# ---- block 1 ----
Block 1, M1 wires:
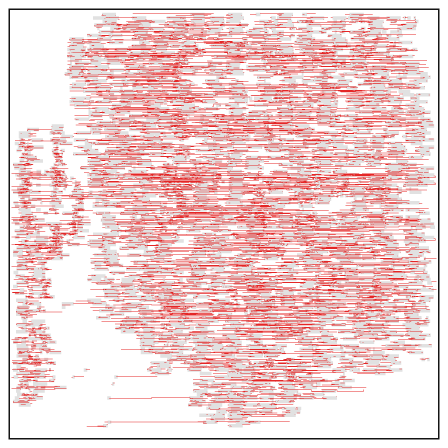
$ cat src/rtl/sram_wr_feeder_pkg.sv
// Shared constants and FSM encoding for the SRAM write feeder.
// The controller also uses these constants.
package sram_wr_feeder_pkg;

  localparam int DSIZE      = 16;
  localparam int ASIZE      = 18;
  localparam int BURST      = 16;
  localparam int FIFO_DEPTH = 64;
  localparam int AW_FIFO    = 6;
  localparam int CNT_W      = $clog2(BURST + 1);

  typedef enum logic [4:0] {
    ST_IDLE     = 5'b00001,
    ST_REQ      = 5'b00010,
    ST_XFER     = 5'b00100,
    ST_WAIT_ACK = 5'b01000,
    ST_GAP      = 5'b10000
  } state_e;

  // Start address of the following burst; wraps modulo 2^ASIZE.
  function automatic logic [ASIZE-1:0] next_burst_addr(input logic [ASIZE-1:0] addr);
    return addr + ASIZE'(BURST);
  endfunction

endpackage

$ cat src/rtl/sram_wr_feeder_if.sv
// Bundle of the upstream stream, config and controller write-port signals.
// The feeder takes the slave modport. The environment or controller side takes master.
interface sram_wr_feeder_if;
  import sram_wr_feeder_pkg::*;

  logic [DSIZE-1:0]   in_data_i;
  logic               in_valid_i;
  logic               in_ready_o;
  logic [ASIZE-1:0]   cfg_base_addr_i;
  logic               cfg_load_i;
  logic               wreq_o;
  logic [ASIZE-1:0]   wr_addr_o;
  logic [DSIZE-1:0]   wr_data_o;
  logic               sram_wr_valid_i;
  logic               sram_wr_ack_i;
  logic [AW_FIFO:0]   fifo_level_o;
  logic [15:0]        burst_cnt_o;
  logic               err_o;

  modport slave (
    input  in_data_i, in_valid_i, cfg_base_addr_i, cfg_load_i,
           sram_wr_valid_i, sram_wr_ack_i,
    output in_ready_o, wreq_o, wr_addr_o, wr_data_o,
           fifo_level_o, burst_cnt_o, err_o
  );

  modport master (
    output in_data_i, in_valid_i, cfg_base_addr_i, cfg_load_i,
           sram_wr_valid_i, sram_wr_ack_i,
    input  in_ready_o, wreq_o, wr_addr_o, wr_data_o,
           fifo_level_o, burst_cnt_o, err_o
  );

endinterface

$ cat src/rtl/sram_wr_feeder_sync_fifo_fwft.sv
// Single-clock first-word-fall-through FIFO. The head word is read combinationally from memory.
// Push is ignored when full and pop is ignored when empty.
module sync_fifo_fwft #(
  parameter int DSIZE   = 16,
  parameter int AW_FIFO = 6
) (
  input  logic               clk,
  input  logic               rst_n,
  input  logic               push_i,
  input  logic               pop_i,
  input  logic [DSIZE-1:0]   data_i,
  output logic [DSIZE-1:0]   data_o,
  output logic [AW_FIFO:0]   level_o,
  output logic               full_o,
  output logic               empty_o
);

  localparam int DEPTH = 1 << AW_FIFO;

  logic [DSIZE-1:0]   mem_q [DEPTH];
  logic [AW_FIFO-1:0] wr_ptr_q, rd_ptr_q;
  logic [AW_FIFO:0]   level_q;
  logic               do_push, do_pop;

  assign full_o  = (level_q == (AW_FIFO+1)'(DEPTH));
  assign empty_o = (level_q == '0);
  assign do_push = push_i & ~full_o;
  assign do_pop  = pop_i & ~empty_o;
  assign data_o  = mem_q[rd_ptr_q];
  assign level_o = level_q;

  // Storage carries no reset. Stale contents are unreachable because the level is reset.
  always_ff @(posedge clk) begin
    if (do_push) mem_q[wr_ptr_q] <= data_i;
  end

  always_ff @(posedge clk or negedge rst_n) begin
    if (!rst_n) begin
      wr_ptr_q <= '0;
      rd_ptr_q <= '0;
      level_q  <= '0;
    end else begin
      if (do_push) wr_ptr_q <= wr_ptr_q + 1'b1;
      if (do_pop)  rd_ptr_q <= rd_ptr_q + 1'b1;
      case ({do_push, do_pop})
        2'b10:   level_q <= level_q + 1'b1;
        2'b01:   level_q <= level_q - 1'b1;
        default: level_q <= level_q;
      endcase
    end
  end

endmodule

$ cat src/rtl/sram_wr_feeder.sv
// Buffers upstream words and issues fixed-length burst write requests to the SRAM controller.
// The address auto-increments per burst, and protocol violations latch a sticky error.
module sram_wr_feeder
  import sram_wr_feeder_pkg::*;
(
  input  logic            sys_clk,
  input  logic            sys_rst_n,
  sram_wr_feeder_if.slave bus
);

  state_e             state_q;
  logic               wreq_q;
  logic [ASIZE-1:0]   wr_addr_q;
  logic [ASIZE-1:0]   ptr_q, ptr_d;
  logic [CNT_W-1:0]   word_cnt_q;
  logic [15:0]        burst_cnt_q;
  logic               err_q, err_d;

  logic [AW_FIFO:0]   level;
  logic [DSIZE-1:0]   head;
  logic               full, empty;
  logic               serving, pop;

  assign serving = (state_q == ST_REQ) || (state_q == ST_XFER);
  assign pop     = serving && bus.sram_wr_valid_i && !empty;

  sync_fifo_fwft #(
    .DSIZE   (DSIZE),
    .AW_FIFO (AW_FIFO)
  ) u_fifo (
    .clk     (sys_clk),
    .rst_n   (sys_rst_n),
    .push_i  (bus.in_valid_i),
    .pop_i   (pop),
    .data_i  (bus.in_data_i),
    .data_o  (head),
    .level_o (level),
    .full_o  (full),
    .empty_o (empty)
  );

  assign bus.in_ready_o   = ~full;
  assign bus.wr_data_o    = head;
  assign bus.fifo_level_o = level;
  assign bus.wreq_o       = wreq_q;
  assign bus.wr_addr_o    = wr_addr_q;
  assign bus.burst_cnt_o  = burst_cnt_q;
  assign bus.err_o        = err_q;

  always_comb begin
    err_d = err_q;
    if (bus.cfg_load_i && state_q != ST_IDLE)             err_d = 1'b1;
    if (bus.sram_wr_ack_i && state_q != ST_WAIT_ACK)      err_d = 1'b1;
    if (serving && bus.sram_wr_valid_i && empty)          err_d = 1'b1;
    if (state_q == ST_WAIT_ACK && bus.sram_wr_valid_i)    err_d = 1'b1;
  end

  // A load that coincides with the IDLE->REQ decision is forwarded into that request.
  always_comb begin
    ptr_d = ptr_q;
    if (state_q == ST_IDLE && bus.cfg_load_i)
      ptr_d = bus.cfg_base_addr_i;
    else if (state_q == ST_WAIT_ACK && bus.sram_wr_ack_i)
      ptr_d = next_burst_addr(ptr_q);
  end

  always_ff @(posedge sys_clk or negedge sys_rst_n) begin
    if (!sys_rst_n) begin
      state_q     <= ST_IDLE;
      wreq_q      <= 1'b0;
      wr_addr_q   <= '0;
      ptr_q       <= '0;
      word_cnt_q  <= '0;
      burst_cnt_q <= '0;
      err_q       <= 1'b0;
    end else begin
      err_q <= err_d;
      ptr_q <= ptr_d;
      case (state_q)
        ST_IDLE: begin
          if (level >= (AW_FIFO+1)'(BURST)) begin
            state_q   <= ST_REQ;
            wreq_q    <= 1'b1;
            wr_addr_q <= ptr_d;
          end
        end
        ST_REQ: begin
          if (pop) begin
            state_q    <= ST_XFER;
            word_cnt_q <= CNT_W'(1);
          end
        end
        ST_XFER: begin
          if (pop) begin
            word_cnt_q <= word_cnt_q + 1'b1;
            if (word_cnt_q == CNT_W'(BURST - 1)) state_q <= ST_WAIT_ACK;
          end
        end
        ST_WAIT_ACK: begin
          if (bus.sram_wr_ack_i) begin
            state_q     <= ST_GAP;
            wreq_q      <= 1'b0;
            burst_cnt_q <= burst_cnt_q + 1'b1;
          end
        end
        ST_GAP: begin
          // Holding wreq low for this cycle guarantees the controller a fresh rising edge.
          state_q <= ST_IDLE;
        end
        default: begin
          state_q <= ST_IDLE;
          wreq_q  <= 1'b0;
        end
      endcase
    end
  end

endmodule

$ cat src/flat_wrapper.sv
// flat-port wrapper written by rule: the top's interface ports become plain ports
module sram_wr_feeder_flat import sram_wr_feeder_pkg::*;
  (sys_clk, sys_rst_n, bus_in_data_i, bus_in_valid_i, bus_cfg_base_addr_i, bus_cfg_load_i, bus_sram_wr_valid_i, bus_sram_wr_ack_i, bus_in_ready_o, bus_wreq_o, bus_wr_addr_o, bus_wr_data_o, bus_fifo_level_o, bus_burst_cnt_o, bus_err_o);
  sram_wr_feeder_if bus_i ();
  input  logic sys_clk;
  input  logic sys_rst_n;
  input wire logic [$bits(bus_i.in_data_i)-1:0] bus_in_data_i;
  input wire logic [$bits(bus_i.in_valid_i)-1:0] bus_in_valid_i;
  input wire logic [$bits(bus_i.cfg_base_addr_i)-1:0] bus_cfg_base_addr_i;
  input wire logic [$bits(bus_i.cfg_load_i)-1:0] bus_cfg_load_i;
  input wire logic [$bits(bus_i.sram_wr_valid_i)-1:0] bus_sram_wr_valid_i;
  input wire logic [$bits(bus_i.sram_wr_ack_i)-1:0] bus_sram_wr_ack_i;
  output wire logic [$bits(bus_i.in_ready_o)-1:0] bus_in_ready_o;
  output wire logic [$bits(bus_i.wreq_o)-1:0] bus_wreq_o;
  output wire logic [$bits(bus_i.wr_addr_o)-1:0] bus_wr_addr_o;
  output wire logic [$bits(bus_i.wr_data_o)-1:0] bus_wr_data_o;
  output wire logic [$bits(bus_i.fifo_level_o)-1:0] bus_fifo_level_o;
  output wire logic [$bits(bus_i.burst_cnt_o)-1:0] bus_burst_cnt_o;
  output wire logic [$bits(bus_i.err_o)-1:0] bus_err_o;
  assign bus_i.in_data_i = bus_in_data_i;
  assign bus_i.in_valid_i = bus_in_valid_i;
  assign bus_i.cfg_base_addr_i = bus_cfg_base_addr_i;
  assign bus_i.cfg_load_i = bus_cfg_load_i;
  assign bus_i.sram_wr_valid_i = bus_sram_wr_valid_i;
  assign bus_i.sram_wr_ack_i = bus_sram_wr_ack_i;
  assign bus_in_ready_o = bus_i.in_ready_o;
  assign bus_wreq_o = bus_i.wreq_o;
  assign bus_wr_addr_o = bus_i.wr_addr_o;
  assign bus_wr_data_o = bus_i.wr_data_o;
  assign bus_fifo_level_o = bus_i.fifo_level_o;
  assign bus_burst_cnt_o = bus_i.burst_cnt_o;
  assign bus_err_o = bus_i.err_o;
  sram_wr_feeder u_core (.sys_clk(sys_clk), .sys_rst_n(sys_rst_n), .bus(bus_i));
endmodule
$ cat config.mk
export PLATFORM = sky130hd
export DESIGN_NAME = sram_wr_feeder_flat
export DESIGN_NICKNAME = d
export VERILOG_FILES = /design/src/rtl/sram_wr_feeder_pkg.sv /design/src/rtl/sram_wr_feeder_if.sv /design/src/rtl/sram_wr_feeder_sync_fifo_fwft.sv /design/src/rtl/sram_wr_feeder.sv /design/src/flat_wrapper.sv
export SDC_FILE = /design/constraint.sdc
export NUM_CORES = 1
export LEC_CHECK = 0
export CAP_MARGIN = 10
export CORE_MARGIN = 2
export CORE_UTILIZATION = 40
export DETAILED_ROUTE_END_ITERATION = 6
export GPL_ROUTABILITY_DRIVEN = 0
export PLACE_DENSITY = 0.52
export SLEW_MARGIN = 10
export SYNTH_ARGS = -nofsm -noshare
export SYNTH_HDL_FRONTEND = slang
export SYNTH_SLANG_ARGS = --single-unit
$ cat constraint.sdc
create_clock -name sys_clk -period 6.4 [get_ports sys_clk]
set_input_delay 1.28 -clock sys_clk [delete_from_list [all_inputs] [get_ports sys_clk]]
set_output_delay 1.28 -clock sys_clk [all_outputs]
set_load 0.02 [all_outputs]
==> impl_metrics.csv <==
group,metric,value,unit
run_status,outcome,"finished clean",
setup_path,crit_required,5.12,ns
yosys,topCombFamilyByArea,"multiplexers",
final_layout,clock_area_share,7.42,%
worst_hold_path,whs_endpoint,"u_core.bus.burst_cnt_o[15]$_DFFE_PN0P_",
detailed_routing,highest_layer,"met5",
final_layout,nNetsFinal,2582,
yosys,syn_avg_cell_area,18.6,sq um
clock_network,hold_buffers,0,
die,io_pins,100,
final_timing,finalHoldViolCount,0,
final_timing,period_needed,5.97,ns
detailed_routing,dr_wl_met2,50.8,mm
final_timing,fin_worst_skew,0.0270,ns
detailed_routing,drt_first_pass_iters,5,
final_timing,rsz0062_at_grt,"false",
global_route,grt_max_degree,76,
final_layout,area_delta_synth_final,15.3,%
final_layout,largest_reg_flops,1024,
yosys,yosysUniqueCellTypes,62,
global_route,antenna_found_initial,6,
pwr,powerSeq,8650,uW
place,dpl.hpwl,68.2,mm
yosys,synthCells,2344,
yosys,largest_area_cell,"edfxtp_1",
yosys,xor_area_share,0.925,%
final_timing,fmax,0.167,GHz
setup_path,path_class,"flop to primary output",
setup_path,critPathBufInv,2,
setup_path,worstReg2RegStart,"u_core.u_fifo.level_o[1]$_DFFE_PN0P_",
detailed_routing,wl_per_cell,28.3,microns
clock_network,cts.clk_slew.worst_paths,0.06,ns
global_route,grt.total_usage,20.4,%
final_layout,logic_gates,1075,
die,fp_util,40.2,%
die,tapCellCount,1414,
run,maxCapViolCount,0,
final_layout,fin_util,46.3,%
setup_path,reg2reg_depth,4,
setup_path,cp.arrival,4.69,ns
final_layout,nClkBuffers,132,
Notes on 'M1 wires' of block 1 above:
- share of all routed wire: 45%
- wire length on this layer: 51.3 mm
Vias: 23,000
GR met1 Demand/Resource: 29.8%
WL final: 114 mm


# ---- block 2 ----
Block 2, M1 wires:
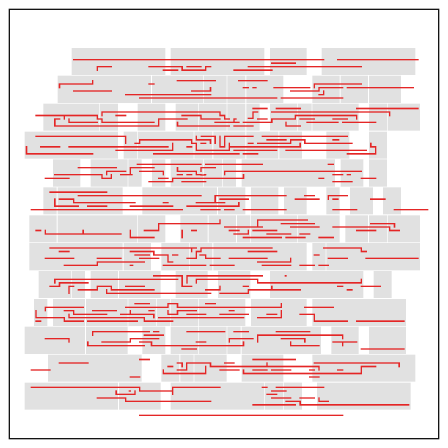
File: src/rtl/tlight_pkg.sv
// Shared types and default timings for the multi-approach junction controller.
package tlight_pkg;

   typedef enum logic [2:0] {CLR, RA, G, A, WALK} phase_e;

   typedef struct packed {
      logic r;
      logic a;
      logic g;
   } lamp_t;

   localparam int DEF_NUM_DIR = 2;
   localparam int DEF_CNT_W   = 8;
   localparam int DEF_T_CLR   = 1;
   localparam int DEF_T_RA    = 2;
   localparam int DEF_T_G     = 4;
   localparam int DEF_T_A     = 2;
   localparam int DEF_T_WALK  = 3;

   // Lamp pattern of the served approach; WALK keeps every approach at red.
   function automatic lamp_t served_lamp(input phase_e ph);
      lamp_t l;
      l = '{r: 1'b1, a: 1'b0, g: 1'b0};
      case (ph)
         RA:      l = '{r: 1'b1, a: 1'b1, g: 1'b0};
         G:       l = '{r: 1'b0, a: 1'b0, g: 1'b1};
         A:       l = '{r: 1'b0, a: 1'b1, g: 1'b0};
         default: l = '{r: 1'b1, a: 1'b0, g: 1'b0};
      endcase
      return l;
   endfunction

endpackage

File: src/rtl/tlight_junction_timer.sv
// Loadable phase down-counter; done flags the tick on which the count is already zero.
module tlight_timer #(
   parameter int               CNT_W   = 8,
   parameter logic [CNT_W-1:0] RST_VAL = '0
) (
   input  logic             clk,
   input  logic             rst,
   input  logic             tick,
   input  logic             load,
   input  logic [CNT_W-1:0] load_val,
   output logic             done
);

   logic [CNT_W-1:0] count;

   always_ff @(posedge clk or negedge rst) begin
      if (!rst)
         count <= RST_VAL;
      else if (load)
         count <= load_val;
      else if (tick && (count != '0))
         count <= count - CNT_W'(1);
   end

   assign done = tick && (count == '0);

endmodule

File: src/rtl/tlight_junction.sv
// Round-robin UK-sequence junction controller with all-red clearance and a
// latched pedestrian request that inserts an all-red walk phase.
module tlight_junction
   import tlight_pkg::*;
#(
   parameter int NUM_DIR = DEF_NUM_DIR,
   parameter int CNT_W   = DEF_CNT_W,
   parameter int T_CLR   = DEF_T_CLR,
   parameter int T_RA    = DEF_T_RA,
   parameter int T_G     = DEF_T_G,
   parameter int T_A     = DEF_T_A,
   parameter int T_WALK  = DEF_T_WALK
) (
   input  logic                       clk,
   input  logic                       rst,
   input  logic                       tick,
   input  logic                       ped_req,
   output logic [NUM_DIR-1:0]         r,
   output logic [NUM_DIR-1:0]         a,
   output logic [NUM_DIR-1:0]         g,
   output logic                       walk,
   output logic                       ped_wait,
   output logic [$clog2(NUM_DIR)-1:0] cur_dir
);

   localparam int DIR_W = $clog2(NUM_DIR);

   if (NUM_DIR < 2 || T_CLR < 1 || T_RA < 1 || T_G < 1 || T_A < 1 || T_WALK < 1 ||
       T_CLR >= 2**CNT_W || T_RA >= 2**CNT_W || T_G >= 2**CNT_W ||
       T_A >= 2**CNT_W || T_WALK >= 2**CNT_W) begin : g_bad_param
      $error("tlight_junction: illegal NUM_DIR or phase duration parameters");
   end

   phase_e           phase, phase_nxt;
   logic [DIR_W-1:0] dir, dir_nxt;
   logic             ped_pending, ped_nxt;
   logic             walk_done, walk_done_nxt;
   logic             timer_done;
   logic [CNT_W-1:0] load_val;
   lamp_t            lamp;

   function automatic logic [CNT_W-1:0] phase_len(input phase_e ph);
      case (ph)
         CLR:     return CNT_W'(T_CLR - 1);
         RA:      return CNT_W'(T_RA - 1);
         G:       return CNT_W'(T_G - 1);
         A:       return CNT_W'(T_A - 1);
         WALK:    return CNT_W'(T_WALK - 1);
         default: return CNT_W'(T_CLR - 1);
      endcase
   endfunction

   tlight_timer #(
      .CNT_W   (CNT_W),
      .RST_VAL (CNT_W'(T_CLR - 1))
   ) u_timer (
      .clk      (clk),
      .rst      (rst),
      .tick     (tick),
      .load     (timer_done),
      .load_val (load_val),
      .done     (timer_done)
   );

   always_comb begin
      phase_nxt     = phase;
      dir_nxt       = dir;
      walk_done_nxt = walk_done;
      ped_nxt       = ped_pending | ped_req;
      if (timer_done) begin
         case (phase)
            CLR: begin
               // A request served once must let traffic through before the next walk.
               if (ped_pending && !walk_done) begin
                  phase_nxt = WALK;
                  ped_nxt   = 1'b0;
               end else begin
                  phase_nxt     = RA;
                  walk_done_nxt = 1'b0;
               end
            end
            RA: phase_nxt = G;
            G:  phase_nxt = A;
            A: begin
               phase_nxt = CLR;
               dir_nxt   = (dir == DIR_W'(NUM_DIR - 1)) ? '0 : dir + DIR_W'(1);
            end
            WALK: begin
               phase_nxt     = CLR;
               walk_done_nxt = 1'b1;
            end
            default: phase_nxt = CLR;
         endcase
      end
      load_val = phase_len(phase_nxt);
   end

   always_ff @(posedge clk or negedge rst) begin
      if (!rst) begin
         phase       <= CLR;
         dir         <= '0;
         ped_pending <= 1'b0;
         walk_done   <= 1'b0;
      end else begin
         if (tick) begin
            phase     <= phase_nxt;
            dir       <= dir_nxt;
            walk_done <= walk_done_nxt;
         end
         ped_pending <= ped_nxt;
      end
   end

   always_comb begin
      lamp     = served_lamp(phase);
      r        = '1;
      a        = '0;
      g        = '0;
      r[dir]   = lamp.r;
      a[dir]   = lamp.a;
      g[dir]   = lamp.g;
      walk     = (phase == WALK);
      ped_wait = ped_pending;
      cur_dir  = dir;
   end

   a_single_moving: assert property (@(posedge clk) disable iff (!rst) $onehot0(g | a));
   a_no_green_walk: assert property (@(posedge clk) disable iff (!rst) !(walk && (|g)));

endmodule

File: config.mk
export PLATFORM = sky130hd
export DESIGN_NAME = tlight_junction
export DESIGN_NICKNAME = d
export VERILOG_FILES = /design/src/rtl/tlight_pkg.sv /design/src/rtl/tlight_junction_timer.sv /design/src/rtl/tlight_junction.sv
export SDC_FILE = /design/constraint.sdc
export NUM_CORES = 1
export LEC_CHECK = 0
export ABC_CLOCK_PERIOD_IN_PS = 1950
export CORE_UTILIZATION = 50
export DETAILED_ROUTE_END_ITERATION = 12
export PLACE_DENSITY_LB_ADDON = 0.1
export SETUP_SLACK_MARGIN = 0.3
export SKIP_LAST_GASP = 1
export SYNTH_ARGS = -nofsm -noshare
export SYNTH_HDL_FRONTEND = slang
export SYNTH_SLANG_ARGS = --single-unit
File: constraint.sdc
create_clock -name clk -period 1.95 [get_ports clk]
set_input_delay 0.2925 -clock clk [delete_from_list [all_inputs] [get_ports clk]]
set_output_delay 0.2925 -clock clk [all_outputs]
set_load 0.03 [all_outputs]
==> impl_metrics.csv <==
group,metric,value,unit
final_timing,rsz0062_at_grt,"true",
place,placed_cell_area,997,sq um
pwr,swShare,40.3,%
place,io_buffers,12,
die,rows,13,
setup_path,r2r-end,"phase[1]$_DFFE_PN0P_",
final_timing,drv_slew,0,
yosys,common_cells,"14 x dfrtp_1, 8 x nor2_1, 5 x nand2_1",
yosys,ys_cells,82,
setup_path,worstReg2RegStart,"u_timer.count[5]$_DFFE_PN0P_",
setup_path,crit_required,2.13,ns
setup_path,crit_path_end,"phase[1]$_DFFE_PN0P_",
final_timing,period_needed,1.73,ns
run_status,outcome,"finished clean",
global_route,use_met2,43.8,%
die,tapCellCount,15,
detailed_routing,route.met3.wl,137,microns
final_layout,final_design_area_no_fill,1160,sq um
yosys,yosysWarnings,0,
setup_path,startpoint,"u_timer.count[5]$_DFFE_PN0P_",
pwr,ir_drop,979,uV
pwr,finalPower,1440,uW
pwr,power-top-group,"combinational cells",
setup_path,startpoint_type,"flop",
pwr,pg_comb,713,uW
setup_path,cp.arrival,1.91,ns
detailed_routing,drt-met1-wl,1.03,mm
final_layout,final-nonclk-buf-share,17.8,%
Notes on 'M1 wires' of block 2 above:
- wire length on this layer: 1,030 microns
- longest straight run: 24.4 microns
- share of all routed wire: 43%
- main direction: horizontal
- nets with wire on the layer: 99
GR met1 Demand/Resource: 36.5%
WL final: 2.36 mm
Vias: 772


# ---- block 3 ----
`src/rtl/adc_sample_pacer.sv`:
```
// Paced sample feeder: buffers a bursty sample stream in a small FIFO and re-emits
// one sample every DIV clocks. Optional counters: define ADC_SAMPLE_PACER_STATS_EN.
module adc_sample_pacer #(
  parameter int DATA_W        = 24,
  parameter int DIV           = 10,
  parameter int FIFO_DEPTH    = 8,
  parameter int PRIME_LEVEL   = 4,
  parameter int IN_OFFSET_BIN = 0
) (
  input  logic                          clk,
  input  logic                          rst_n,
  input  logic                          enable,
  input  logic                          flush,
  input  logic [DATA_W-1:0]             s_data,
  input  logic                          s_last,
  input  logic                          s_valid,
  output logic                          s_ready,
  output logic [DATA_W-1:0]             m_data,
  output logic                          m_valid,
  output logic                          m_last,
  output logic                          underrun,
  output logic [$clog2(FIFO_DEPTH):0]   fifo_level,
  output logic                          busy
`ifdef ADC_SAMPLE_PACER_STATS_EN
  ,
  output logic [15:0]                   underrun_cnt,
  output logic [31:0]                   sample_cnt
`endif
);

  // state | meaning
  // IDLE  | pacing stopped, counter parked at 0, FIFO may still fill
  // PRIME | waiting for PRIME_LEVEL entries or a buffered last marker
  // RUN   | counter free-runs, one pop attempt per DIV clocks

  localparam int AW = $clog2(FIFO_DEPTH);
  localparam int LW = AW + 1;
  localparam int CW = (DIV > 1) ? $clog2(DIV) : 1;

  localparam logic [CW-1:0]     CNT_TC    = CW'(DIV - 1);
  localparam logic [LW-1:0]     LVL_FULL  = LW'(FIFO_DEPTH);
  localparam logic [LW-1:0]     LVL_PRIME = LW'(PRIME_LEVEL);
  localparam logic [DATA_W-1:0] MSB_MASK  = {1'b1, {(DATA_W-1){1'b0}}};
  localparam logic [DATA_W-1:0] IN_MASK   = (IN_OFFSET_BIN != 0) ? MSB_MASK : '0;

  typedef enum logic [1:0] {IDLE, PRIME, RUN} state_t;

  logic [DATA_W:0] mem [FIFO_DEPTH];
  logic [AW-1:0]   wr_ptr, rd_ptr;
  logic [LW-1:0]   level, level_nxt;
  logic [LW-1:0]   last_cnt, last_cnt_nxt;
  logic            full_q;
  state_t          state;
  logic [CW-1:0]   cnt;

  logic            push, pop, tick, starve, empty;
  logic            push_last, pop_last;
  logic [DATA_W:0] wr_word, rd_word;

  always_comb begin
    empty     = (level == '0);
    tick      = (state == RUN) && (cnt == CNT_TC);
    push      = s_valid && !full_q && !flush;
    pop       = tick && !empty && !flush;
    starve    = tick && empty && !flush;
    wr_word   = {s_last, s_data ^ IN_MASK};
    rd_word   = mem[rd_ptr];
    push_last = push && s_last;
    pop_last  = pop && rd_word[DATA_W];
  end

  // Occupancy and buffered-last count move together with push/pop.
  always_comb begin
    level_nxt = level;
    if (push && !pop)
      level_nxt = level + LW'(1);
    else if (pop && !push)
      level_nxt = level - LW'(1);

    last_cnt_nxt = last_cnt;
    if (push_last && !pop_last)
      last_cnt_nxt = last_cnt + LW'(1);
    else if (pop_last && !push_last)
      last_cnt_nxt = last_cnt - LW'(1);
  end

  assign s_ready    = !full_q;
  assign fifo_level = level;

  always_ff @(posedge clk) begin
    if (push)
      mem[wr_ptr] <= wr_word;
  end

  always_ff @(posedge clk or negedge rst_n) begin
    if (!rst_n) begin
      wr_ptr   <= '0;
      rd_ptr   <= '0;
      level    <= '0;
      last_cnt <= '0;
      full_q   <= 1'b0;
    end else if (flush) begin
      wr_ptr   <= '0;
      rd_ptr   <= '0;
      level    <= '0;
      last_cnt <= '0;
      full_q   <= 1'b0;
    end else begin
      if (push)
        wr_ptr <= wr_ptr + AW'(1);
      if (pop)
        rd_ptr <= rd_ptr + AW'(1);
      level    <= level_nxt;
      last_cnt <= last_cnt_nxt;
      full_q   <= (level_nxt == LVL_FULL);
    end
  end

  always_ff @(posedge clk or negedge rst_n) begin
    if (!rst_n) begin
      state    <= IDLE;
      cnt      <= '0;
      m_data   <= '0;
      m_valid  <= 1'b0;
      m_last   <= 1'b0;
      underrun <= 1'b0;
      busy     <= 1'b0;
`ifdef ADC_SAMPLE_PACER_STATS_EN
      underrun_cnt <= '0;
      sample_cnt   <= '0;
`endif
    end else begin
      m_valid  <= 1'b0;
      m_last   <= 1'b0;
      underrun <= 1'b0;
      if (flush) begin
        state <= IDLE;
        cnt   <= '0;
        busy  <= 1'b0;
`ifdef ADC_SAMPLE_PACER_STATS_EN
        underrun_cnt <= '0;
        sample_cnt   <= '0;
`endif
      end else begin
        if (pop) begin
          m_valid <= 1'b1;
          m_data  <= rd_word[DATA_W-1:0];
          m_last  <= rd_word[DATA_W];
        end
        if (starve)
          underrun <= 1'b1;
`ifdef ADC_SAMPLE_PACER_STATS_EN
        if (pop)
          sample_cnt <= sample_cnt + 32'd1;
        if (starve && (underrun_cnt != 16'hFFFF))
          underrun_cnt <= underrun_cnt + 16'd1;
`endif
        case (state)
          IDLE: begin
            cnt <= '0;
            if (enable) begin
              state <= PRIME;
              busy  <= 1'b1;
            end
          end
          PRIME: begin
            if (!enable) begin
              state <= IDLE;
              busy  <= 1'b0;
            end else if ((level >= LVL_PRIME) || (last_cnt != '0)) begin
              state <= RUN;
              cnt   <= '0;
            end
          end
          RUN: begin
            // A tick that coincides with enable falling still pops above.
            if (pop_last || !enable) begin
              state <= IDLE;
              cnt   <= '0;
              busy  <= 1'b0;
            end else if (tick) begin
              cnt <= '0;
            end else begin
              cnt <= cnt + CW'(1);
            end
          end
          default: begin
            state <= IDLE;
            cnt   <= '0;
            busy  <= 1'b0;
          end
        endcase
      end
    end
  end

endmodule

```
`config.mk`:
```
export PLATFORM = sky130hd
export DESIGN_NAME = adc_sample_pacer
export DESIGN_NICKNAME = d
export VERILOG_FILES = /design/src/rtl/adc_sample_pacer.sv
export SDC_FILE = /design/constraint.sdc
export NUM_CORES = 1
export LEC_CHECK = 0
export CAP_MARGIN = 20
export CORE_MARGIN = 2
export CORE_UTILIZATION = 35
export DETAILED_ROUTE_END_ITERATION = 8
export HOLD_SLACK_MARGIN = 0.15
export SLEW_MARGIN = 0
export SYNTH_ARGS = -nofsm -noshare
export SYNTH_HDL_FRONTEND = slang
export SYNTH_SLANG_ARGS = --single-unit
```
`constraint.sdc`:
```
create_clock -name clk -period 5.2 [get_ports clk]
set_input_delay 1.04 -clock clk [delete_from_list [all_inputs] [get_ports clk]]
set_output_delay 1.04 -clock clk [all_outputs]
set_load 0.005 [all_outputs]
```
==> impl_metrics.csv <==
group,metric,value,unit
yosys,top_cell,"edfxtp_1",
final_layout,largest_cell_class,"flip-flops and latches",
final_layout,logic_gates,251,
yosys,top_cells_by_area,"edfxtp_1 61%, dfrtp_1 12%, mux4_2 11%",
setup_path,crit_required,5.66,ns
yosys,ys_area,9810,sq um
setup_path,r2r-end,"last_cnt[3]$_DFFE_PN0P_",
clock_network,cts_tree,"yes",
final_layout,nClkBuffers,36,
detailed_routing,drt_first_pass_iters,4,
die,io_pins,63,
clock_network,cts.clk_slew.worst_paths,0.06,ns
final_timing,period_needed,3.70,ns
run_status,outcome,"finished clean",
final_layout,area_delta_synth_final,20.6,%
yosys,ys_sh_adder,1.22,%
final_timing,setup_viol,0,
yosys,synthArstFlopShare,19.7,%
yosys,ys_sh_mux,14.4,%
yosys,xor_area_share,0.944,%
place,gp_congestion,0.748,
yosys,ys.flops,249,
pwr,power-top-group,"registers",
die,die_h,171,microns
yosys,yosys_most_used_dff,"edfxtp_1",
Block 3, M1 wires:
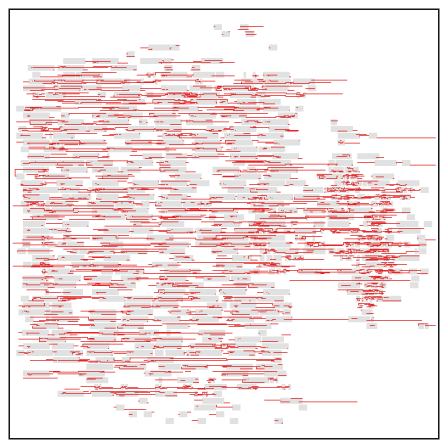
- nets with wire on the layer: 599
- longest straight run: 48.3 microns
- share of all routed wire: 44%
- main direction: horizontal
WL final: 19.2 mm
GR met1 Demand/Resource: 18.4%
Vias: 5,028

Block 3, the metal 2 layer:
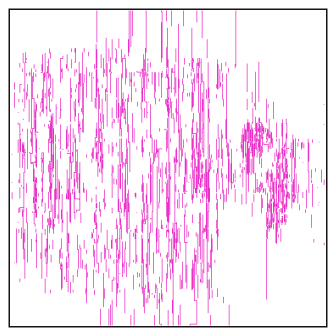
- share of all routed wire: 49%
- nets with wire on the layer: 576
- main direction: vertical
- wire length on this layer: 9,410 microns
- longest straight run: 75.8 microns
M2 GR Usage: 22.4%



==> layout pictures side by side <==
M3 wires.
shot_01.png
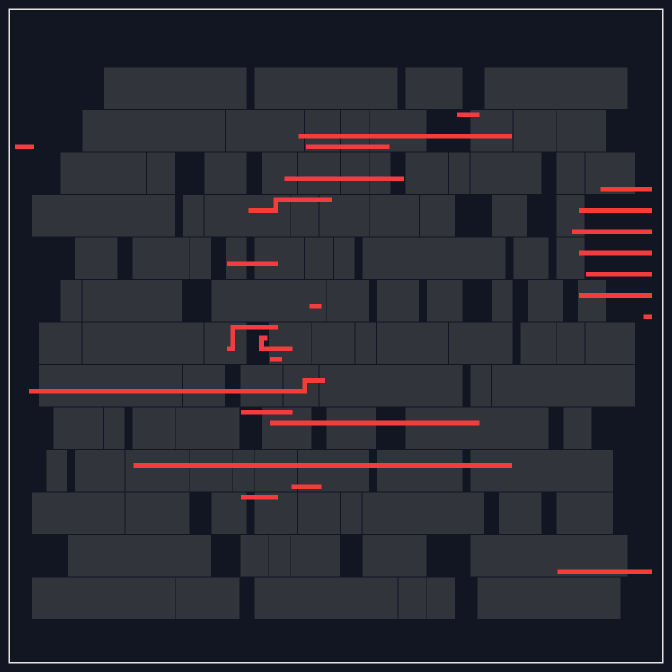
shot_02.png
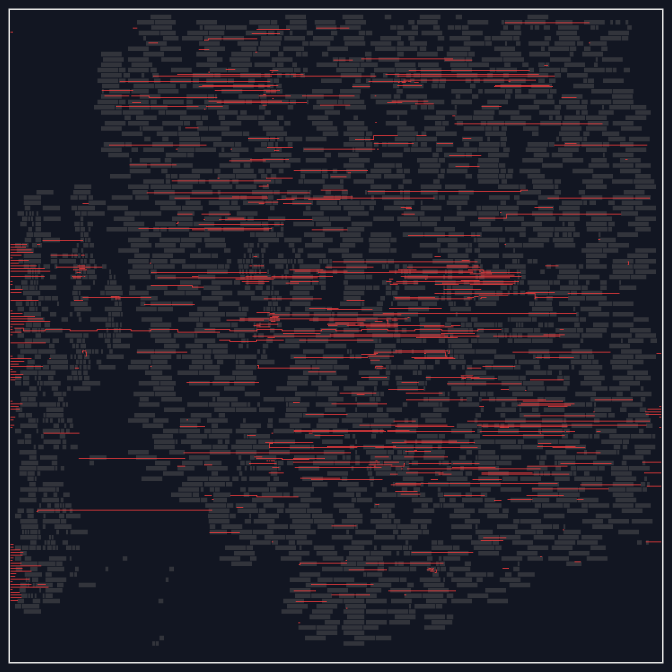
shot_03.png
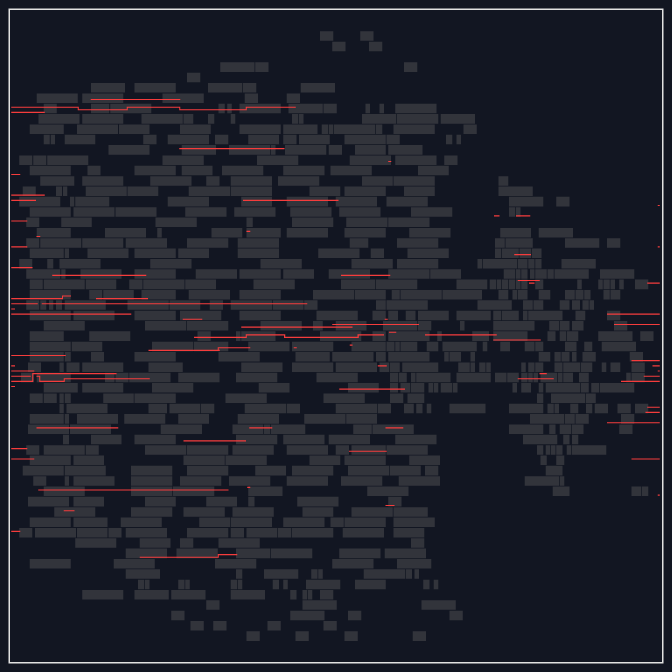
- block 1 = shot_02.png
- block 3 = shot_03.png
- block 2 = shot_01.png

Key to shot_01.png:
- longest straight run: 23.9 microns
- main direction: horizontal

Power and IR drop assume default switching activity.
